==================== block 1
### Metal 2, block 1

The bar under the picture is 100 um long.
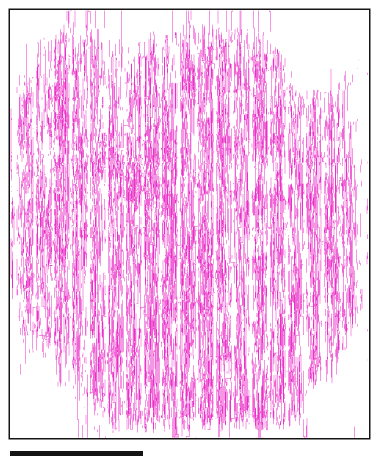

==> src/rtl/icache_dm.sv <==
// icache_dm: direct-mapped, read-only instruction cache.
//
// Hits return the instruction combinationally in the same cycle. A miss raises
// stall, latches the line base and refills the whole line one word at a time
// over a mem_req/mem_ack handshake. The lookup is then retried.
//
// Ports:
//   clk, rst        clock, synchronous active-high reset
//   inv             invalidate all lines
//   pc_req/pc_addr  fetch request and byte address (bits [1:0] ignored)
//   inst, stall     fetched word (valid when pc_req && !stall), fetch hold
//   mem_req/addr    registered word read request to backing memory
//   mem_ack/rdata   word return, sampled only while mem_req is high
//   hit_cnt/miss_cnt  (only with ICACHE_STATS_EN) hit/miss event counters
//
// Optional feature macro: ICACHE_STATS_EN adds the two statistics counters.
module icache_dm #(
  parameter int LINES = 8,
  parameter int WORDS = 4
) (
  input  logic        clk,
  input  logic        rst,
  input  logic        inv,
  input  logic        pc_req,
  input  logic [31:0] pc_addr,
  output logic [31:0] inst,
  output logic        stall,
  output logic        mem_req,
  output logic [31:0] mem_addr,
  input  logic        mem_ack,
  input  logic [31:0] mem_rdata
`ifdef ICACHE_STATS_EN
  ,
  output logic [31:0] hit_cnt,
  output logic [31:0] miss_cnt
`endif
);

  localparam int OFF_W = $clog2(WORDS);
  localparam int IDX_W = $clog2(LINES);
  localparam int TAG_W = 30 - OFF_W - IDX_W;

  localparam logic [0:0] ST_LOOKUP = 1'b0;
  localparam logic [0:0] ST_REFILL = 1'b1;

  logic [0:0]       state;
  logic [OFF_W-1:0] cnt;
  logic [TAG_W-1:0] ref_tag;
  logic [IDX_W-1:0] ref_idx;
  logic             abort;
  logic [LINES-1:0] valid;
  logic [TAG_W-1:0] tag_arr  [LINES];
  logic [31:0]      data_arr [LINES][WORDS];

  // Address split of the current fetch
  logic [OFF_W-1:0] off;
  logic [IDX_W-1:0] idx;
  logic [TAG_W-1:0] tag;
  logic [1:0]       unused_byte;

  assign off         = pc_addr[2 +: OFF_W];
  assign idx         = pc_addr[2 + OFF_W +: IDX_W];
  assign tag         = pc_addr[31 -: TAG_W];
  assign unused_byte = pc_addr[1:0];

  logic             lookup, tag_hit, hit, miss, last, wr_en;
  logic [OFF_W-1:0] cnt_nxt;

  assign lookup  = !rst && pc_req && (state == ST_LOOKUP);
  assign tag_hit = valid[idx] && (tag_arr[idx] == tag);
  assign hit     = lookup && tag_hit;
  assign miss    = lookup && !tag_hit;
  assign last    = (cnt == OFF_W'(WORDS - 1));
  assign cnt_nxt = cnt + OFF_W'(1);
  // A returned word is only accepted while a request is actually outstanding
  assign wr_en   = !rst && (state == ST_REFILL) && mem_req && mem_ack;

  assign stall = !rst && (miss || (state == ST_REFILL));
  assign inst  = hit ? data_arr[idx][off] : 32'd0;

  always_ff @(posedge clk) begin
    if (rst) begin
      state    <= ST_LOOKUP;
      cnt      <= '0;
      ref_tag  <= '0;
      ref_idx  <= '0;
      abort    <= 1'b0;
      valid    <= '0;
      mem_req  <= 1'b0;
      mem_addr <= 32'd0;
    end else begin
      // The lookup in this cycle has already used the old valid bits
      if (inv) valid <= '0;
      case (state)
        ST_LOOKUP: begin
          if (miss) begin
            ref_tag <= tag;
            ref_idx <= idx;
            cnt     <= '0;
            state   <= ST_REFILL;
          end
        end
        ST_REFILL: begin
          // Never drop the memory handshake on inv; just refuse to validate
          if (inv) abort <= 1'b1;
          if (!mem_req) begin
            mem_req  <= 1'b1;
            mem_addr <= {ref_tag, ref_idx, {OFF_W{1'b0}}, 2'b00};
          end else if (mem_ack) begin
            if (last) begin
              mem_req <= 1'b0;
              cnt     <= '0;
              abort   <= 1'b0;
              state   <= ST_LOOKUP;
              if (!abort && !inv) valid[ref_idx] <= 1'b1;
            end else begin
              cnt      <= cnt_nxt;
              mem_addr <= {ref_tag, ref_idx, cnt_nxt, 2'b00};
            end
          end
        end
        default: state <= ST_LOOKUP;
      endcase
    end
  end

  // Storage arrays carry no reset; the valid bits guard them
  always_ff @(posedge clk) begin
    if (wr_en) begin
      data_arr[ref_idx][cnt] <= mem_rdata;
      if (last) tag_arr[ref_idx] <= ref_tag;
    end
  end

`ifdef ICACHE_STATS_EN
  always_ff @(posedge clk) begin
    if (rst) begin
      hit_cnt  <= 32'd0;
      miss_cnt <= 32'd0;
    end else begin
      if (hit)  hit_cnt  <= hit_cnt + 32'd1;
      // miss only asserts in LOOKUP, so this counts LOOKUP->REFILL edges
      if (miss) miss_cnt <= miss_cnt + 32'd1;
    end
  end
`endif

endmodule

==> config.mk <==
export PLATFORM = sky130hd
export DESIGN_NAME = icache_dm
export DESIGN_NICKNAME = d
export VERILOG_FILES = /design/src/rtl/icache_dm.sv
export SDC_FILE = /design/constraint.sdc
export NUM_CORES = 1
export LEC_CHECK = 0
export ABC_AREA = 0
export ABC_CLOCK_PERIOD_IN_PS = 5770
export CORE_ASPECT_RATIO = 1.2
export CORE_MARGIN = 5
export CORE_UTILIZATION = 61
export CTS_CLUSTER_DIAMETER = 60
export DETAILED_ROUTE_END_ITERATION = 16
export GPL_TIMING_DRIVEN = 1
export PLACE_DENSITY = 0.79
export SLEW_MARGIN = 20
export SYNTH_ARGS = -nofsm -noshare
export SYNTH_HDL_FRONTEND = slang
export SYNTH_SLANG_ARGS = --single-unit
==> constraint.sdc <==
create_clock -name clk -period 5.77 [get_ports clk]
set_input_delay 0.8655 -clock clk [delete_from_list [all_inputs] [get_ports clk]]
set_output_delay 0.8655 -clock clk [all_outputs]
set_load 0.03 [all_outputs]
==================== block 2
[config.mk]
export PLATFORM = sky130hd
export DESIGN_NAME = uart_alu_interface_flat
export DESIGN_NICKNAME = d
export VERILOG_FILES = /design/src/rtl/uart_alu_interface_if.sv /design/src/rtl/uart_alu_interface.sv /design/src/flat_wrapper.sv
export SDC_FILE = /design/constraint.sdc
export NUM_CORES = 1
export LEC_CHECK = 0
export ABC_AREA = 1
export CORE_UTILIZATION = 40
export CTS_BUF_LIST = sky130_fd_sc_hd__clkbuf_8
export DETAILED_ROUTE_END_ITERATION = 10
export GPL_TIMING_DRIVEN = 1
export PLACE_DENSITY = 0.73
export SYNTH_ARGS = -nofsm -noshare
export SYNTH_HDL_FRONTEND = slang
export SYNTH_SLANG_ARGS = --single-unit
[constraint.sdc]
create_clock -name i_clk -period 2.73 [get_ports i_clk]
set_input_delay 0.546 -clock i_clk [delete_from_list [all_inputs] [get_ports i_clk]]
set_output_delay 0.546 -clock i_clk [all_outputs]
set_load 0.005 [all_outputs]
[src/rtl/uart_alu_interface_if.sv]
// Byte-stream and ALU operand bundle between the UART side, the command front end and the ALU.
// The slave modport is the front end; the master modport is whatever drives RX bytes and the ALU result.
interface uart_alu_interface_if #(
    parameter int NB_DATA = 8,
    parameter int NB_OPS  = 6
);
    logic [NB_DATA-1:0] i_rx_data;
    logic               i_rx_valid;
    logic [NB_DATA-1:0] i_res;
    logic [NB_DATA-1:0] o_data_a;
    logic [NB_DATA-1:0] o_data_b;
    logic [NB_OPS-1:0]  o_ops;
    logic [NB_DATA-1:0] o_tx_data;
    logic               o_tx_valid;

    modport master (
        output i_rx_data, i_rx_valid, i_res,
        input  o_data_a, o_data_b, o_ops, o_tx_data, o_tx_valid
    );

    modport slave (
        input  i_rx_data, i_rx_valid, i_res,
        output o_data_a, o_data_b, o_ops, o_tx_data, o_tx_valid
    );
endinterface

[src/rtl/uart_alu_interface.sv]
// Two-byte command decoder: loads ALU operands/opcode from the RX stream and
// hands the ALU result to TX as a one-cycle strobe on a 0xFF command.
module uart_alu_interface #(
    parameter int                NB_DATA  = 8,
    parameter int                NB_OPS   = 6,
    parameter logic [NB_OPS-1:0] OP_RESET = 6'b100010
) (
    input logic               i_clk,
    input logic               i_reset,
    uart_alu_interface_if.slave bus
);

    typedef enum logic [1:0] {IDLE, WAIT_A, WAIT_B, WAIT_OP} state_t;

    localparam logic [NB_DATA-1:0] CMD_A    = NB_DATA'(8'h00);
    localparam logic [NB_DATA-1:0] CMD_B    = NB_DATA'(8'h01);
    localparam logic [NB_DATA-1:0] CMD_OP   = NB_DATA'(8'h02);
    localparam logic [NB_DATA-1:0] CMD_SEND = {NB_DATA{1'b1}};

    state_t             state, state_next;
    logic [NB_DATA-1:0] data_a_q, data_a_next;
    logic [NB_DATA-1:0] data_b_q, data_b_next;
    logic [NB_OPS-1:0]  ops_q, ops_next;
    logic [NB_DATA-1:0] tx_data_q, tx_data_next;
    logic               tx_valid_q, tx_valid_next;

    always_ff @(posedge i_clk or posedge i_reset) begin
        if (i_reset) begin
            state      <= IDLE;
            data_a_q   <= '0;
            data_b_q   <= '0;
            ops_q      <= OP_RESET;
            tx_data_q  <= '0;
            tx_valid_q <= 1'b0;
        end else begin
            state      <= state_next;
            data_a_q   <= data_a_next;
            data_b_q   <= data_b_next;
            ops_q      <= ops_next;
            tx_data_q  <= tx_data_next;
            tx_valid_q <= tx_valid_next;
        end
    end

    // In the WAIT states every byte is payload, so 0x00..0x02/0xFF are only commands from IDLE.
    always_comb begin
        state_next    = state;
        data_a_next   = data_a_q;
        data_b_next   = data_b_q;
        ops_next      = ops_q;
        tx_data_next  = tx_data_q;
        tx_valid_next = 1'b0;
        if (bus.i_rx_valid) begin
            unique case (state)
                IDLE: begin
                    if (bus.i_rx_data == CMD_A) begin
                        state_next = WAIT_A;
                    end else if (bus.i_rx_data == CMD_B) begin
                        state_next = WAIT_B;
                    end else if (bus.i_rx_data == CMD_OP) begin
                        state_next = WAIT_OP;
                    end else if (bus.i_rx_data == CMD_SEND) begin
                        tx_data_next  = bus.i_res;
                        tx_valid_next = 1'b1;
                    end
                end
                WAIT_A: begin
                    data_a_next = bus.i_rx_data;
                    state_next  = IDLE;
                end
                WAIT_B: begin
                    data_b_next = bus.i_rx_data;
                    state_next  = IDLE;
                end
                WAIT_OP: begin
                    ops_next   = bus.i_rx_data[NB_OPS-1:0];
                    state_next = IDLE;
                end
                default: state_next = IDLE;
            endcase
        end
    end

    assign bus.o_data_a   = data_a_q;
    assign bus.o_data_b   = data_b_q;
    assign bus.o_ops      = ops_q;
    assign bus.o_tx_data  = tx_data_q;
    assign bus.o_tx_valid = tx_valid_q;

endmodule

[src/flat_wrapper.sv]
// flat-port wrapper written by rule: the top's interface ports become plain ports
module uart_alu_interface_flat 
#(
    parameter int                NB_DATA  = 8,
    parameter int                NB_OPS   = 6,
    parameter logic [NB_OPS-1:0] OP_RESET = 6'b100010
)
  (i_clk, i_reset, bus_i_rx_data, bus_i_rx_valid, bus_i_res, bus_o_data_a, bus_o_data_b, bus_o_ops, bus_o_tx_data, bus_o_tx_valid);
  uart_alu_interface_if #(.NB_DATA(NB_DATA), .NB_OPS(NB_OPS)) bus_i ();
  input logic i_clk;
  input logic i_reset;
  input wire logic [$bits(bus_i.i_rx_data)-1:0] bus_i_rx_data;
  input wire logic [$bits(bus_i.i_rx_valid)-1:0] bus_i_rx_valid;
  input wire logic [$bits(bus_i.i_res)-1:0] bus_i_res;
  output wire logic [$bits(bus_i.o_data_a)-1:0] bus_o_data_a;
  output wire logic [$bits(bus_i.o_data_b)-1:0] bus_o_data_b;
  output wire logic [$bits(bus_i.o_ops)-1:0] bus_o_ops;
  output wire logic [$bits(bus_i.o_tx_data)-1:0] bus_o_tx_data;
  output wire logic [$bits(bus_i.o_tx_valid)-1:0] bus_o_tx_valid;
  assign bus_i.i_rx_data = bus_i_rx_data;
  assign bus_i.i_rx_valid = bus_i_rx_valid;
  assign bus_i.i_res = bus_i_res;
  assign bus_o_data_a = bus_i.o_data_a;
  assign bus_o_data_b = bus_i.o_data_b;
  assign bus_o_ops = bus_i.o_ops;
  assign bus_o_tx_data = bus_i.o_tx_data;
  assign bus_o_tx_valid = bus_i.o_tx_valid;
  uart_alu_interface #(.NB_DATA(NB_DATA), .NB_OPS(NB_OPS), .OP_RESET(OP_RESET)) u_core (.i_clk(i_clk), .i_reset(i_reset), .bus(bus_i));
endmodule
==================== block 3
### src/rtl/move_if.sv
// Player-input bus between the button/board side and the move controller.
// The board side drives buttons, column counts and the win flag; the
// controller drives cursor, column-select code and game status.
interface move_if #(
  parameter int NUM_COLS = 7
);
  logic                  btn_left;
  logic                  btn_right;
  logic                  btn_drop;
  logic [3*NUM_COLS-1:0] counts;
  logic                  game_won;
  logic [3:0]            cursor;
  logic [3:0]            drop_column;
  logic [2:0]            drop_row;
  logic                  player;
  logic                  reject;
  logic                  draw;
  logic                  game_over;

  modport master (
    output btn_left, btn_right, btn_drop, counts, game_won,
    input  cursor, drop_column, drop_row, player, reject, draw, game_over
  );

  modport slave (
    input  btn_left, btn_right, btn_drop, counts, game_won,
    output cursor, drop_column, drop_row, player, reject, draw, game_over
  );
endinterface

### src/rtl/move_controller.sv
// Connect Four player-input front end. Turns button levels into cursor moves
// and a one-cycle column-select code for the per-column token counters,
// rejects drops into full columns, alternates players and freezes at the end
// of the game.
module move_controller #(
  parameter int NUM_COLS  = 7,
  parameter int NUM_ROWS  = 6,
  parameter int START_COL = 4
) (
  input  logic   clk,
  input  logic   reset,
  move_if.slave  bus
);

  typedef enum logic [1:0] {
    SELECT = 2'd0,
    DROP   = 2'd1,
    WAIT   = 2'd2,
    OVER   = 2'd3
  } state_t;

  localparam logic [3:0] LP_LAST  = 4'(NUM_COLS);
  localparam logic [3:0] LP_START = 4'(START_COL);
  localparam logic [2:0] LP_FULL  = 3'(NUM_ROWS);

  state_t     r_state;
  state_t     w_state_nxt;

  logic       r_hist_l;
  logic       r_hist_r;
  logic       r_hist_d;
  logic       w_ev_l;
  logic       w_ev_r;
  logic       w_ev_d;

  logic [3:0] r_cursor;
  logic [3:0] r_drop_col;
  logic [2:0] r_drop_row;
  logic       r_player;
  logic       r_reject;
  logic       r_draw;
  logic       r_over;

  logic [3:0] w_cursor_nxt;
  logic [3:0] w_drop_col_nxt;
  logic [2:0] w_drop_row_nxt;
  logic       w_player_nxt;
  logic       w_reject_nxt;
  logic       w_draw_nxt;
  logic       w_over_nxt;

  logic [2:0] w_cur_count;
  logic       w_col_full;
  logic       w_all_full;

  // Rising-edge events: button high now, low on the previous edge.
  assign w_ev_l = bus.btn_left  & ~r_hist_l;
  assign w_ev_r = bus.btn_right & ~r_hist_r;
  assign w_ev_d = bus.btn_drop  & ~r_hist_d;

  // Button history keeps updating in every state so a held button never
  // re-fires once the controller returns to SELECT.
  always_ff @(posedge clk) begin
    if (reset) begin
      r_hist_l <= 1'b0;
      r_hist_r <= 1'b0;
      r_hist_d <= 1'b0;
    end else begin
      r_hist_l <= bus.btn_left;
      r_hist_r <= bus.btn_right;
      r_hist_d <= bus.btn_drop;
    end
  end

  // Pick the cursor column's count and detect a completely filled board.
  // A field above NUM_ROWS counts as full.
  always_comb begin
    w_cur_count = 3'd0;
    w_all_full  = 1'b1;
    for (int c = 1; c <= NUM_COLS; c++) begin
      if (bus.counts[3*(c-1) +: 3] < LP_FULL) w_all_full = 1'b0;
      if (r_cursor == 4'(c))                   w_cur_count = bus.counts[3*(c-1) +: 3];
    end
    w_col_full = (w_cur_count >= LP_FULL);
  end

  // Next-state and next-output decisions for the move FSM.
  always_comb begin
    w_state_nxt    = r_state;
    w_cursor_nxt   = r_cursor;
    w_drop_col_nxt = 4'd0;
    w_drop_row_nxt = r_drop_row;
    w_player_nxt   = r_player;
    w_reject_nxt   = 1'b0;
    w_draw_nxt     = r_draw;
    w_over_nxt     = r_over;
    case (r_state)
      SELECT: begin
        // A drop takes priority over any simultaneous cursor move.
        if (w_ev_d) begin
          if (w_col_full) begin
            w_reject_nxt = 1'b1;
          end else begin
            w_state_nxt    = DROP;
            w_drop_col_nxt = r_cursor;
            w_drop_row_nxt = w_cur_count;
          end
        end else if (w_ev_l && !w_ev_r) begin
          w_cursor_nxt = (r_cursor == 4'd1) ? LP_LAST : r_cursor - 4'd1;
        end else if (w_ev_r && !w_ev_l) begin
          w_cursor_nxt = (r_cursor == LP_LAST) ? 4'd1 : r_cursor + 4'd1;
        end
      end
      DROP: begin
        w_state_nxt = WAIT;
      end
      WAIT: begin
        // Counters and the win checker have settled by now.
        if (bus.game_won) begin
          w_state_nxt = OVER;
          w_over_nxt  = 1'b1;
        end else if (w_all_full) begin
          w_state_nxt = OVER;
          w_draw_nxt  = 1'b1;
          w_over_nxt  = 1'b1;
        end else begin
          w_state_nxt  = SELECT;
          w_player_nxt = ~r_player;
        end
      end
      OVER: begin
        w_state_nxt = OVER;
      end
      default: begin
        w_state_nxt = SELECT;
      end
    endcase
  end

  // State register.
  always_ff @(posedge clk) begin
    if (reset) r_state <= SELECT;
    else       r_state <= w_state_nxt;
  end

  // Registered outputs; reset wins in every state, including mid-drop.
  always_ff @(posedge clk) begin
    if (reset) begin
      r_cursor   <= LP_START;
      r_drop_col <= 4'd0;
      r_drop_row <= 3'd0;
      r_player   <= 1'b0;
      r_reject   <= 1'b0;
      r_draw     <= 1'b0;
      r_over     <= 1'b0;
    end else begin
      r_cursor   <= w_cursor_nxt;
      r_drop_col <= w_drop_col_nxt;
      r_drop_row <= w_drop_row_nxt;
      r_player   <= w_player_nxt;
      r_reject   <= w_reject_nxt;
      r_draw     <= w_draw_nxt;
      r_over     <= w_over_nxt;
    end
  end

  assign bus.cursor      = r_cursor;
  assign bus.drop_column = r_drop_col;
  assign bus.drop_row    = r_drop_row;
  assign bus.player      = r_player;
  assign bus.reject      = r_reject;
  assign bus.draw        = r_draw;
  assign bus.game_over   = r_over;

endmodule

### src/flat_wrapper.sv
// flat-port wrapper written by rule: the top's interface ports become plain ports
module move_controller_flat 
#(
  parameter int NUM_COLS  = 7,
  parameter int NUM_ROWS  = 6,
  parameter int START_COL = 4
)
  (clk, reset, bus_btn_left, bus_btn_right, bus_btn_drop, bus_counts, bus_game_won, bus_cursor, bus_drop_column, bus_drop_row, bus_player, bus_reject, bus_draw, bus_game_over);
  move_if #(.NUM_COLS(NUM_COLS)) bus_i ();
  input  logic clk;
  input  logic reset;
  input wire logic [$bits(bus_i.btn_left)-1:0] bus_btn_left;
  input wire logic [$bits(bus_i.btn_right)-1:0] bus_btn_right;
  input wire logic [$bits(bus_i.btn_drop)-1:0] bus_btn_drop;
  input wire logic [$bits(bus_i.counts)-1:0] bus_counts;
  input wire logic [$bits(bus_i.game_won)-1:0] bus_game_won;
  output wire logic [$bits(bus_i.cursor)-1:0] bus_cursor;
  output wire logic [$bits(bus_i.drop_column)-1:0] bus_drop_column;
  output wire logic [$bits(bus_i.drop_row)-1:0] bus_drop_row;
  output wire logic [$bits(bus_i.player)-1:0] bus_player;
  output wire logic [$bits(bus_i.reject)-1:0] bus_reject;
  output wire logic [$bits(bus_i.draw)-1:0] bus_draw;
  output wire logic [$bits(bus_i.game_over)-1:0] bus_game_over;
  assign bus_i.btn_left = bus_btn_left;
  assign bus_i.btn_right = bus_btn_right;
  assign bus_i.btn_drop = bus_btn_drop;
  assign bus_i.counts = bus_counts;
  assign bus_i.game_won = bus_game_won;
  assign bus_cursor = bus_i.cursor;
  assign bus_drop_column = bus_i.drop_column;
  assign bus_drop_row = bus_i.drop_row;
  assign bus_player = bus_i.player;
  assign bus_reject = bus_i.reject;
  assign bus_draw = bus_i.draw;
  assign bus_game_over = bus_i.game_over;
  move_controller #(.NUM_COLS(NUM_COLS), .NUM_ROWS(NUM_ROWS), .START_COL(START_COL)) u_core (.clk(clk), .reset(reset), .bus(bus_i));
endmodule
### config.mk
export PLATFORM = sky130hd
export DESIGN_NAME = move_controller_flat
export DESIGN_NICKNAME = d
export VERILOG_FILES = /design/src/rtl/move_if.sv /design/src/rtl/move_controller.sv /design/src/flat_wrapper.sv
export SDC_FILE = /design/constraint.sdc
export NUM_CORES = 1
export LEC_CHECK = 0
export CORE_ASPECT_RATIO = 1.4
export CORE_MARGIN = 3
export CORE_UTILIZATION = 45
export DETAILED_ROUTE_END_ITERATION = 10
export PLACE_DENSITY = 0.85
export SETUP_SLACK_MARGIN = 0.5
export SLEW_MARGIN = 20
export SYNTH_ARGS = -nofsm -noshare
export SYNTH_HDL_FRONTEND = slang
export SYNTH_SLANG_ARGS = --single-unit
### constraint.sdc
create_clock -name clk -period 2.55 [get_ports clk]
set_input_delay 0.51 -clock clk [delete_from_list [all_inputs] [get_ports clk]]
set_output_delay 0.51 -clock clk [all_outputs]
set_load 0.05 [all_outputs]
==================== block 4
$ cat config.mk
export PLATFORM = sky130hd
export DESIGN_NAME = engine_stride_index_multi
export DESIGN_NICKNAME = d
export VERILOG_FILES = /design/src/rtl/engine_stride_index_multi.sv
export SDC_FILE = /design/constraint.sdc
export NUM_CORES = 2
export LEC_CHECK = 0
export CORE_ASPECT_RATIO = 0.5
export CORE_MARGIN = 5
export CORE_UTILIZATION = 40
export CTS_CLUSTER_SIZE = 8
export DETAILED_ROUTE_END_ITERATION = 12
export PLACE_DENSITY_LB_ADDON = 0.25
export SLEW_MARGIN = 20
export SYNTH_ARGS = -nofsm -noshare
export SYNTH_HDL_FRONTEND = slang
export SYNTH_SLANG_ARGS = --single-unit
$ cat constraint.sdc
create_clock -name ap_clk -period 18.65 [get_ports ap_clk]
set_input_delay 3.73 -clock ap_clk [delete_from_list [all_inputs] [get_ports ap_clk]]
set_output_delay 3.73 -clock ap_clk [all_outputs]
set_load 0.005 [all_outputs]
$ cat src/rtl/engine_stride_index_multi.sv
// Strided index generator: walks start..end (exclusive) by stride and deals the
// indices out in chunks of `granularity` to NUM_CHANNELS round-robin consumers.
module engine_stride_index_multi #(
  parameter int NUM_CHANNELS = 4,
  parameter int ADDR_WIDTH   = 64,
  parameter int CHAN_WIDTH   = (NUM_CHANNELS > 1) ? $clog2(NUM_CHANNELS) : 1
) (
  input  logic                    ap_clk,
  input  logic                    areset,
  input  logic                    config_valid,
  output logic                    config_ready,
  input  logic                    config_increment,
  input  logic                    config_decrement,
  input  logic [ADDR_WIDTH-1:0]   config_index_start,
  input  logic [ADDR_WIDTH-1:0]   config_index_end,
  input  logic [ADDR_WIDTH-1:0]   config_stride,
  input  logic [ADDR_WIDTH-1:0]   config_granularity,
  input  logic                    pause_in,
  output logic [NUM_CHANNELS-1:0] out_valid,
  input  logic [NUM_CHANNELS-1:0] out_ready,
  output logic [ADDR_WIDTH-1:0]   out_index,
  output logic [CHAN_WIDTH-1:0]   out_chan,
  output logic                    out_chunk_last,
  output logic                    out_last,
  output logic                    busy,
  output logic                    done,
  output logic                    config_error,
  output logic [ADDR_WIDTH-1:0]   emitted_count,
  output logic [2:0]              dbg_state
);

  // Handshakes: config transfers on an edge where config_valid && config_ready;
  // an index transfers where out_valid[out_chan] && out_ready[out_chan]; while
  // an offer waits, index/chan/flags hold and the offer is never withdrawn.

  typedef enum logic [2:0] {
    S_RESET, S_IDLE, S_SETUP, S_BUSY, S_PAUSE_TRANS, S_PAUSE, S_DONE
  } state_t;

  state_t                state;
  logic                  offer;
  logic                  up_r;
  logic [ADDR_WIDTH-1:0] end_r;
  logic [ADDR_WIDTH-1:0] stride_r;
  logic [ADDR_WIDTH-1:0] gran_r;
  logic [ADDR_WIDTH-1:0] chunk_pos;

  assign dbg_state = state;

  function automatic logic [ADDR_WIDTH:0] step(input logic [ADDR_WIDTH-1:0] cur,
                                               input logic up,
                                               input logic [ADDR_WIDTH-1:0] s);
    step = up ? ({1'b0, cur} + {1'b0, s}) : ({1'b0, cur} - {1'b0, s});
  endfunction

  function automatic logic in_range(input logic [ADDR_WIDTH-1:0] v,
                                    input logic up,
                                    input logic [ADDR_WIDTH-1:0] e);
    in_range = up ? (v < e) : (v > e);
  endfunction

  // Look two indices ahead so the last/chunk_last flags can be registered
  // together with the index they describe. Bit ADDR_WIDTH is carry/borrow.
  logic [ADDR_WIDTH:0]   nxt1, nxt2;
  logic                  fin1, fin2, first_ok, hs, pos_wrap, bad_cfg;
  logic [ADDR_WIDTH-1:0] adv_pos;
  logic [CHAN_WIDTH-1:0] adv_chan;
  logic                  adv_chunk_last;

  always_comb begin
    nxt1           = step(out_index, up_r, stride_r);
    fin1           = nxt1[ADDR_WIDTH] || !in_range(nxt1[ADDR_WIDTH-1:0], up_r, end_r);
    nxt2           = step(nxt1[ADDR_WIDTH-1:0], up_r, stride_r);
    fin2           = nxt2[ADDR_WIDTH] || !in_range(nxt2[ADDR_WIDTH-1:0], up_r, end_r);
    first_ok       = in_range(out_index, up_r, end_r);
    hs             = offer && out_ready[out_chan];
    pos_wrap       = (chunk_pos == gran_r - ADDR_WIDTH'(1));
    adv_pos        = pos_wrap ? '0 : chunk_pos + ADDR_WIDTH'(1);
    adv_chan       = out_chan;
    if (pos_wrap) begin
      adv_chan = (out_chan == CHAN_WIDTH'(NUM_CHANNELS - 1)) ? '0 : out_chan + CHAN_WIDTH'(1);
    end
    adv_chunk_last = fin2 || (adv_pos == gran_r - ADDR_WIDTH'(1));
    bad_cfg        = (config_increment == config_decrement) || (config_stride == '0);
  end

  always_comb begin
    out_valid = '0;
    if (offer) out_valid[out_chan] = 1'b1;
  end

  always_ff @(posedge ap_clk) begin
    if (areset) begin
      state          <= S_RESET;
      offer          <= 1'b0;
      config_ready   <= 1'b0;
      busy           <= 1'b0;
      done           <= 1'b0;
      config_error   <= 1'b0;
      emitted_count  <= '0;
      out_chan       <= '0;
      out_index      <= '0;
      out_chunk_last <= 1'b0;
      out_last       <= 1'b0;
      chunk_pos      <= '0;
      up_r           <= 1'b1;
      end_r          <= '0;
      stride_r       <= '0;
      gran_r         <= ADDR_WIDTH'(1);
    end else begin
      config_error <= 1'b0;
      case (state)
        S_RESET: begin
          state        <= S_IDLE;
          config_ready <= 1'b1;
        end
        S_IDLE, S_DONE: begin
          if (config_valid) begin
            done <= 1'b0;
            if (bad_cfg) begin
              config_error <= 1'b1;
              state        <= S_IDLE;
            end else begin
              up_r          <= config_increment;
              end_r         <= config_index_end;
              stride_r      <= config_stride;
              gran_r        <= (config_granularity == '0) ? ADDR_WIDTH'(1) : config_granularity;
              out_index     <= config_index_start;
              out_chan      <= '0;
              chunk_pos     <= '0;
              emitted_count <= '0;
              busy          <= 1'b1;
              config_ready  <= 1'b0;
              state         <= S_SETUP;
            end
          end
        end
        S_SETUP: begin
          if (first_ok) begin
            offer          <= 1'b1;
            out_last       <= fin1;
            out_chunk_last <= fin1 || pos_wrap;
            state          <= S_BUSY;
          end else begin
            done         <= 1'b1;
            busy         <= 1'b0;
            config_ready <= 1'b1;
            state        <= S_DONE;
          end
        end
        S_BUSY, S_PAUSE_TRANS: begin
          if (hs) begin
            emitted_count <= emitted_count + ADDR_WIDTH'(1);
            if (out_last) begin
              offer        <= 1'b0;
              done         <= 1'b1;
              busy         <= 1'b0;
              config_ready <= 1'b1;
              state        <= S_DONE;
            end else begin
              out_index      <= nxt1[ADDR_WIDTH-1:0];
              out_chan       <= adv_chan;
              chunk_pos      <= adv_pos;
              out_last       <= fin2;
              out_chunk_last <= adv_chunk_last;
              if (pause_in || state == S_PAUSE_TRANS) begin
                offer <= 1'b0;
                state <= S_PAUSE;
              end else begin
                state <= S_BUSY;
              end
            end
          end else if (pause_in) begin
            state <= S_PAUSE_TRANS;
          end
        end
        S_PAUSE: begin
          if (!pause_in) begin
            offer <= 1'b1;
            state <= S_BUSY;
          end
        end
        default: state <= S_RESET;
      endcase
    end
  end

endmodule

### Sequential cells coloured by netlist name, block 1

Other sequential cells in the stronger grey, the rest of the logic in the fainter grey.
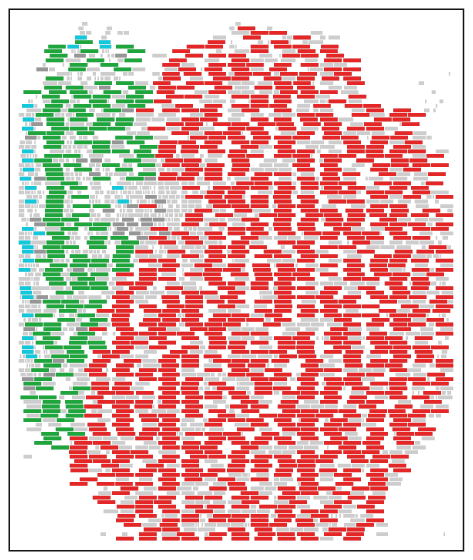
colour	name in the netlist	placed flops
red	data_arr	1024
green	tag_arr	200
cyan	mem_addr	30
not coloured	41
Seq/total area: 67.4%
Storage cell area: 0.0382 mm^2

Notes on 'Metal 2' of block 1 above:
nets with wire on the layer	2324
main direction	vertical
share of all routed wire	51%
wire length on this layer	62.1 mm
longest straight run	130 um
Final Routed Wirelength: 121 mm
DR vias: 24118
Global Route met2 Usage: 47.2%

==> impl_metrics.env, block 1 <==
# yosys + openroad results
export IMPL_p_sw_w=0.00396
export IMPL_cts_made_buffers=116
export IMPL_combPwrFrac_pct=4.3
export IMPL_comb_share_pct=19.6
export IMPL_yosys_warnings=0
export IMPL_die_w_um=270
export IMPL_core_area_mm2=0.0806
export IMPL_grt_max_degree=86
export IMPL_ys_cells=2206
export IMPL_dp_cells=3337
export IMPL_place_ws_ps=394
export IMPL_grt_pass1_vias=25652
export IMPL_whs_ps=459
export IMPL_min_path_type="reg2reg"
export IMPL_mostFrequentLayoutCell="edfxtp_1"
export IMPL_slowest_delay_ps=550
export IMPL_logic_area_mm2=0.0111
export IMPL_grtUsageMet3_pct=6.30
export IMPL_path_depth=12
export IMPL_finalCoreUtilization_pct=70.3
export IMPL_switching_share_pct=20.5
export IMPL_crit_chain="buf_8 > buf_12 > mux4_2 > mux2i_1 > xor2_1 > o211ai_1 > nor4_2 > nand4b_1 > buf_4 > buf_4 > nor2_1 > buf_12"
export IMPL_flop_count=1295
export IMPL_clock_skew_ps=35.7
export IMPL_clkCellAreaFrac_pct=7.12
export IMPL_tightest_slew_ps=1150
export IMPL_design_area_mm2=0.0567
export IMPL_drt_pre_antenna_iters=6
export IMPL_htree_levels=3
export IMPL_top_area_cell="edfxtp_1"
export IMPL_outcome="finished clean"
export IMPL_most_common_layout_cells="edfxtp_1, mux4_2, clkbuf_16"
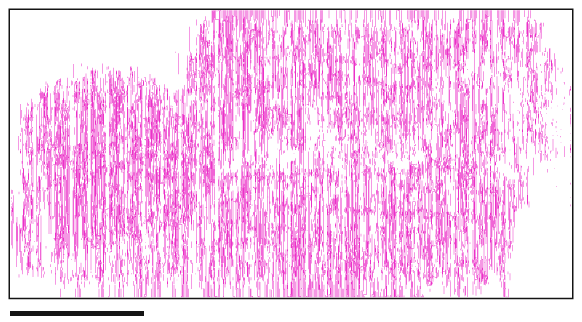
*Metal 2, block 4*
The bar under the picture is 100 um long.
nets with wire on the layer	4574
longest straight run	83.3 um
wire length on this layer	61.5 mm
share of all routed wire	48%
main direction	vertical
Final Routed Wirelength: 129 mm
DR vias: 34828
Global Route met2 Usage: 47.3%

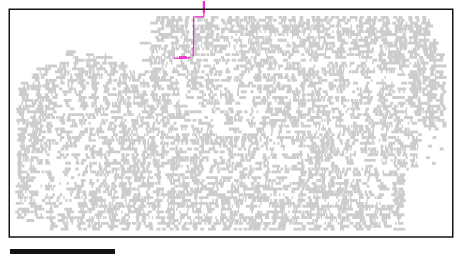
*Wires at chosen ports, followed through buffers, block 4*
The bar under the picture is 100 um long.
colour	port	bits	direction	end cells	buffers	wire
magenta	config_ready	1	output	1	1	70.2 um
Buffers on Ports: 408
I/O pin count: 409

==> impl_metrics.env, block 4 <==
# yosys + openroad results
export IMPL_tap_cells=1116
export IMPL_outcome="finished clean"
export IMPL_synth_area_top_cells="dfxtp_1, ha_1, nand2_1"
export IMPL_slew_headroom_pct=27.5
export IMPL_p_per_area_mw_per_mm2=122
export IMPL_nets=5455
export IMPL_tritoncts="done"
export IMPL_synth_simple_area_share_pct=27.0
export IMPL_rr_startpoint="stride_r[10]$_SDFFE_PP0P_"
export IMPL_ctsHoldBuffers=0
export IMPL_ys_top_cells_by_count="nand2_1, a21oi_1, nor2_1"
export IMPL_min_path_type="reg2reg"
export IMPL_fmax_mhz=88.7
export IMPL_warning_count=32
export IMPL_finalCoreUtilization_pct=47.9
export IMPL_drt_iter0_drc=2861
export IMPL_hold_viol_final=0
export IMPL_via_per_inst=5.82
export IMPL_clkCellAreaFrac_pct=3.80
export IMPL_slowest_stage="a2111oi_0"
export IMPL_die_area_mm2=0.0904
export IMPL_yosys_warnings=0
export IMPL_comb_share_pct=60.6
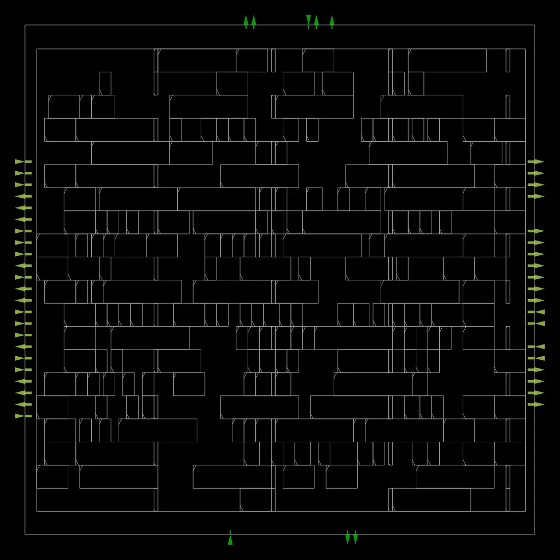
*Placed standard cells, block 2*
Well Taps: 44
Seq/total area: 42.2%
Fillers: 274
Final Non-Filler Cells: 248

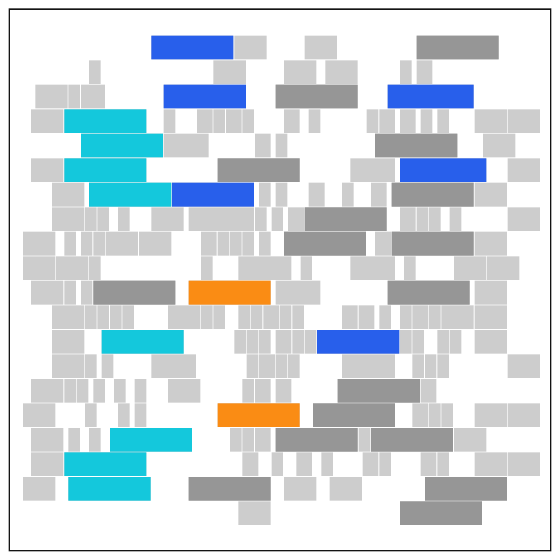
*Sequential cells coloured by netlist name, block 2*
Other sequential cells in the stronger grey, the rest of the logic in the fainter grey.
colour	name in the netlist	placed flops
cyan	u_core.bus.o_tx_data	8
blue	u_core.bus.o_ops	6
orange	u_core.state	2
not coloured	17
Seq power: 0.000763 W
Storage cell area: 828 um^2
fin util: 62.7%

==> impl_metrics.env, block 2 <==
# yosys + openroad results
export IMPL_worst_setup_path_start_kind="flip-flop"
export IMPL_row_count=20
export IMPL_critPathBufInv=1
export IMPL_nNonClkBuffers=50
export IMPL_tightest_slew_ps=549
export IMPL_largestPowerGroup="sequential cells"
export IMPL_whs_ps=485
export IMPL_top_area_cell="dfrtp_1"
export IMPL_highest_layer="met4"
export IMPL_r2r_end="u_core.bus.o_data_b[5]$_DFFE_PP0P_"
export IMPL_drt_pre_antenna_iters=4
export IMPL_clk_path_buf_depth=2
export IMPL_outcome="finished clean"
export IMPL_clkCellAreaFrac_pct=4.08
export IMPL_met1_usage_pct=22.2
export IMPL_place_gp_congestion=0.812
export IMPL_cts_clk_slew_worst_paths_ps=60
export IMPL_cts_resized=0
export IMPL_dp_cells=240
export IMPL_hold_viol_final=0
export IMPL_path_max_fanout=2
export IMPL_ios=50
export IMPL_min_path_type="reg2reg"
export IMPL_xor_share_pct=0
export IMPL_synthTopLogicFamily="simple AND/OR/NAND/NOR gates"
export IMPL_setup_ws_ps=890
export IMPL_combPwrFrac_pct=36.0
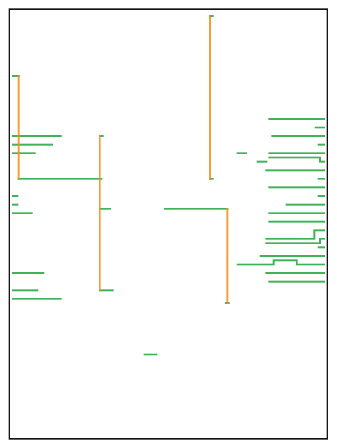
*Signal wires by layer, block 3*
Two of the layers only.
colour	layer	wire length
green	M3	215 um
orange	M4	81.6 um
DR vias: 1252
routed len/inst: 15.0 um
Final Routed Wirelength: 3.40 mm
GRT Total Usage: 20.5%

==> impl_metrics.env, block 3 <==
# yosys + openroad results
export IMPL_outcome="finished clean"
export IMPL_cp_top_family="AND-OR/OR-AND gates"
export IMPL_ios=42
export IMPL_p_per_area_mw_per_mm2=480
export IMPL_rrSetupSlack_ps=530
export IMPL_flop_count=20
export IMPL_use_met2_pct=36.8
export IMPL_yosysUniqueCellTypes=47
export IMPL_worst_setup_path_start_kind="flip-flop"
export IMPL_place_gp_congestion=0.759
export IMPL_cp_common_cell="buf_4"
export IMPL_min_path_type="reg2reg"
export IMPL_busiest_layer="met2"
export IMPL_finalPower_w=0.000889
export IMPL_ys_top_cells_by_count="dfxtp_1, a21oi_1, nor2_1"
export IMPL_synth_dominant_cell_count="dfxtp_1"
export IMPL_core_area_mm2=0.00250
export IMPL_tritoncts="done"
export IMPL_die_area_mm2=0.00341
export IMPL_drc=0
export IMPL_ys_ff=20
export IMPL_path_max_fanout=8
export IMPL_io_buffers=41
export IMPL_dp_cells=217
export IMPL_ys_seq_share_pct=32.5
export IMPL_xor_share_pct=0
export IMPL_cts_root_buf="clkbuf_4"
export IMPL_critPathLaunch="u_core.bus.cursor[0]$_SDFFE_PP0P_"
export IMPL_wl_met1_mm=1.30
export IMPL_pg_seq_w=0.000358
export IMPL_critPathBufInv=3
export IMPL_synth_nets=176
export IMPL_whs_ps=473
export IMPL_slowest_delay_ps=400
export IMPL_row_count=21
export IMPL_rsz0062_at_grt="yes"
export IMPL_antenna_found_initial=0
export IMPL_biggestCellCategory="logic gates"
export IMPL_p_leak_nw=0.751
export IMPL_cts_setup_buffers=0
export IMPL_inv_count=9
export IMPL_synth_area_top_cells="dfxtp_1, ha_1, a21oi_1"
export IMPL_crit_end="u_core.bus.drop_row[1]$_SDFFE_PP0P_"
export IMPL_crit_chain="clkinvlp_4 > ha_4 > buf_4 > a21oi_1 > a2111oi_4 > buf_4 > o22ai_1 > and2_1 > o211a_1"

==================== block 5
### config.mk
export PLATFORM = sky130hd
export DESIGN_NAME = smoldvi_x5_sequencer
export DESIGN_NICKNAME = d
export VERILOG_FILES = /design/src/rtl/smoldvi_x5_sequencer.sv
export SDC_FILE = /design/constraint.sdc
export NUM_CORES = 1
export LEC_CHECK = 0
export ABC_AREA = 1
export CORE_ASPECT_RATIO = 1.4
export CORE_UTILIZATION = 57
export CTS_BUF_LIST = sky130_fd_sc_hd__clkbuf_4 sky130_fd_sc_hd__clkbuf_8 sky130_fd_sc_hd__clkbuf_16
export DETAILED_ROUTE_END_ITERATION = 6
export PLACE_DENSITY = 0.81
export SKIP_CTS_REPAIR_TIMING = 1
export SLEW_MARGIN = 15
export SYNTH_ARGS = -nofsm -noshare
export SYNTH_HDL_FRONTEND = slang
export SYNTH_SLANG_ARGS = --single-unit
### constraint.sdc
create_clock -name clk_x5 -period 4.6 [get_ports clk_x5]
set_input_delay 0.92 -clock clk_x5 [delete_from_list [all_inputs] [get_ports clk_x5]]
set_output_delay 0.92 -clock clk_x5 [all_outputs]
set_load 0.005 [all_outputs]
### src/rtl/smoldvi_x5_sequencer.sv
// clk_x5-side sequencer for the TMDS serialiser: recovers symbol framing from
// the pix-domain toggle, drives the 5-phase slice index, load strobe and pad enable.
module smoldvi_x5_sequencer #(
  parameter int SYNC_STAGES = 2,
  parameter int LOCK_COUNT  = 16,
  parameter int LOAD_OFFSET = 2,
  parameter int SLIP_W      = 8
) (
  input  logic              clk_x5,
  input  logic              rst_n_x5,
  input  logic              en,
  input  logic              pix_toggle,
  output logic [2:0]        phase,
  output logic              load,
  output logic              out_en,
  output logic              locked,
  output logic              slip_pulse,
  output logic [SLIP_W-1:0] slip_count
);

  localparam int GOOD_W = $clog2(LOCK_COUNT + 1);

  typedef enum logic [1:0] {
    S_IDLE,
    S_ACQUIRE,
    S_TRACK,
    S_RUN
  } state_t;

  state_t              state_q, state_d;
  logic [SYNC_STAGES-1:0] tog_sync_q, en_sync_q;
  logic                tog_s_q;
  logic [2:0]          phase_q, phase_d;
  logic [GOOD_W-1:0]   good_q, good_d, good_inc;
  logic                load_q, load_d;
  logic                run_q;
  logic                slip_pulse_q, slip_pulse_d;
  logic [SLIP_W-1:0]   slip_count_q, slip_count_d;
  logic                tog_s, en_s, tog_edge, at_4, mismatch;

  assign tog_s    = tog_sync_q[SYNC_STAGES-1];
  assign en_s     = en_sync_q[SYNC_STAGES-1];
  assign tog_edge = tog_s ^ tog_s_q;
  assign at_4     = (phase_q == 3'd4);
  assign mismatch = tog_edge ^ at_4;
  assign good_inc = good_q + 1'b1;

  always_ff @(posedge clk_x5 or negedge rst_n_x5) begin
    if (!rst_n_x5) begin
      tog_sync_q   <= '0;
      en_sync_q    <= '0;
      tog_s_q      <= 1'b0;
      state_q      <= S_IDLE;
      phase_q      <= '0;
      good_q       <= '0;
      load_q       <= 1'b0;
      run_q        <= 1'b0;
      slip_pulse_q <= 1'b0;
      slip_count_q <= '0;
    end else begin
      tog_sync_q   <= {tog_sync_q[SYNC_STAGES-2:0], pix_toggle};
      en_sync_q    <= {en_sync_q[SYNC_STAGES-2:0], en};
      tog_s_q      <= tog_s;
      state_q      <= state_d;
      phase_q      <= phase_d;
      good_q       <= good_d;
      load_q       <= load_d;
      run_q        <= (state_d == S_RUN);
      slip_pulse_q <= slip_pulse_d;
      slip_count_q <= slip_count_d;
    end
  end

  always_comb begin
    state_d      = state_q;
    phase_d      = at_4 ? 3'd0 : phase_q + 3'd1;
    good_d       = good_q;
    slip_pulse_d = 1'b0;
    slip_count_d = slip_count_q;

    unique case (state_q)
      S_IDLE: begin
        phase_d = '0;
        good_d  = '0;
        if (en_s) state_d = S_ACQUIRE;
      end
      S_ACQUIRE: begin
        if (tog_edge) begin
          phase_d = '0;
          good_d  = '0;
          state_d = S_TRACK;
        end
      end
      S_TRACK: begin
        if (tog_edge && at_4) begin
          good_d = good_inc;
          if (good_inc == GOOD_W'(LOCK_COUNT)) state_d = S_RUN;
        end else if (tog_edge) begin
          phase_d = '0;
          good_d  = '0;
        end else if (at_4) begin
          good_d = '0;
        end
      end
      S_RUN: begin
        if (mismatch) begin
          slip_pulse_d = 1'b1;
          if (slip_count_q != '1) slip_count_d = slip_count_q + 1'b1;
          state_d = S_TRACK;
          good_d  = '0;
          if (tog_edge) phase_d = '0;
        end
      end
      default: state_d = S_IDLE;
    endcase

    // Disable overrides everything, including a slip detected in the same cycle.
    if (!en_s) begin
      state_d      = S_IDLE;
      phase_d      = '0;
      good_d       = '0;
      slip_pulse_d = 1'b0;
      slip_count_d = slip_count_q;
    end

    load_d = (phase_d == 3'(LOAD_OFFSET)) && ((state_d == S_TRACK) || (state_d == S_RUN));
  end

  assign phase      = phase_q;
  assign load       = load_q;
  assign out_en     = run_q;
  assign locked     = run_q;
  assign slip_pulse = slip_pulse_q;
  assign slip_count = slip_count_q;

endmodule

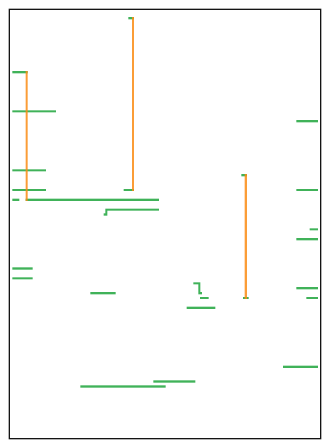
*Signal wires by layer, block 5*
Two of the layers only.
colour	layer	wire length
orange	M4	58.5 um
green	M3	94.8 um
Final Routed Wirelength: 2.44 mm
GRT Total Usage: 21.9%
DR vias: 1063
routed len/inst: 12.2 um

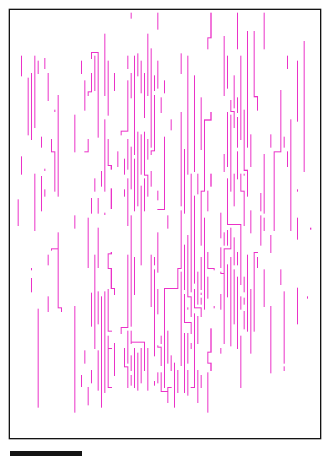
*Metal 2, block 5*
The bar under the picture is 10 um long.
main direction	vertical
longest straight run	18.0 um
share of all routed wire	52%
wire length on this layer	1270 um
nets with wire on the layer	160
Global Route met2 Usage: 39.8%

==> impl_metrics.env <==
# yosys + openroad results
export IMPL_ys_area_mm2=0.00134
export IMPL_place_hpwl_mm=1.86
export IMPL_ys_cells=159
export IMPL_synth_area_top_cells="dfrtp_1, nand2_1, inv_1"
export IMPL_crit_type="reg2out"
export IMPL_outcome="finished clean"
export IMPL_num_multi_input_gates=107
export IMPL_wl_met2_mm=1.27
export IMPL_min_path_type="reg2reg"
export IMPL_buffer_area_share_pct=11.2
export IMPL_worstSkewPairLatency_ps=310
export IMPL_grt_pass1_vias=1059
export IMPL_warning_count=27
export IMPL_core_area_mm2=0.00220
export IMPL_place_ws_ps=2310
export IMPL_async_reset_ff_share_pct=100
export IMPL_mostFrequentLayoutCell="nand2_1"
export IMPL_most_common_layout_cells="nand2_1, dfrtp_1, inv_1"
export IMPL_crit_end="slip_count[4]"
export IMPL_htree_levels=1
export IMPL_setup_ws_ps=2360
export IMPL_nets=188


## Gallery

Wires at chosen ports, followed through buffers.
shot_01.png
The bar under the picture is 20 um long.
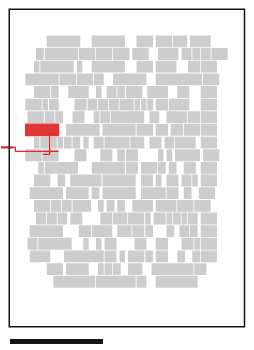
shot_02.png
The bar under the picture is 100 um long.
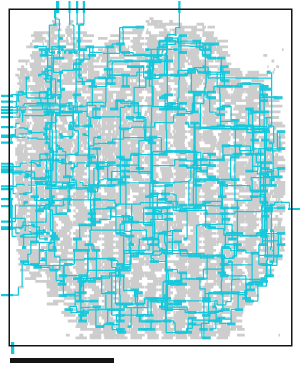
shot_03.png
The bar under the picture is 20 um long.
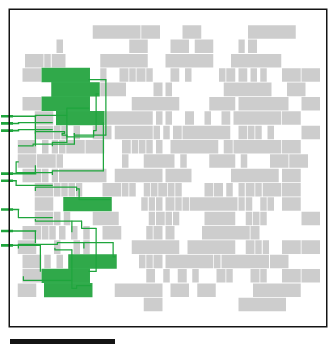
shot_04.png
The bar under the picture is 10 um long.
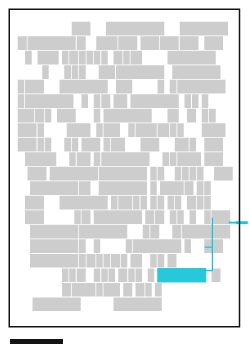
Of these, largest die: shot_02.png
Of these, most cells: shot_02.png
block 5 -> shot_04.png
block 1 -> shot_02.png
block 2 -> shot_03.png
block 3 -> shot_01.png

Key to shot_01.png:
colour	port	bits	direction	end cells	buffers	wire
red	bus_game_over	1	output	1	1	18.4 um

Power and IR drop assume default switching activity.
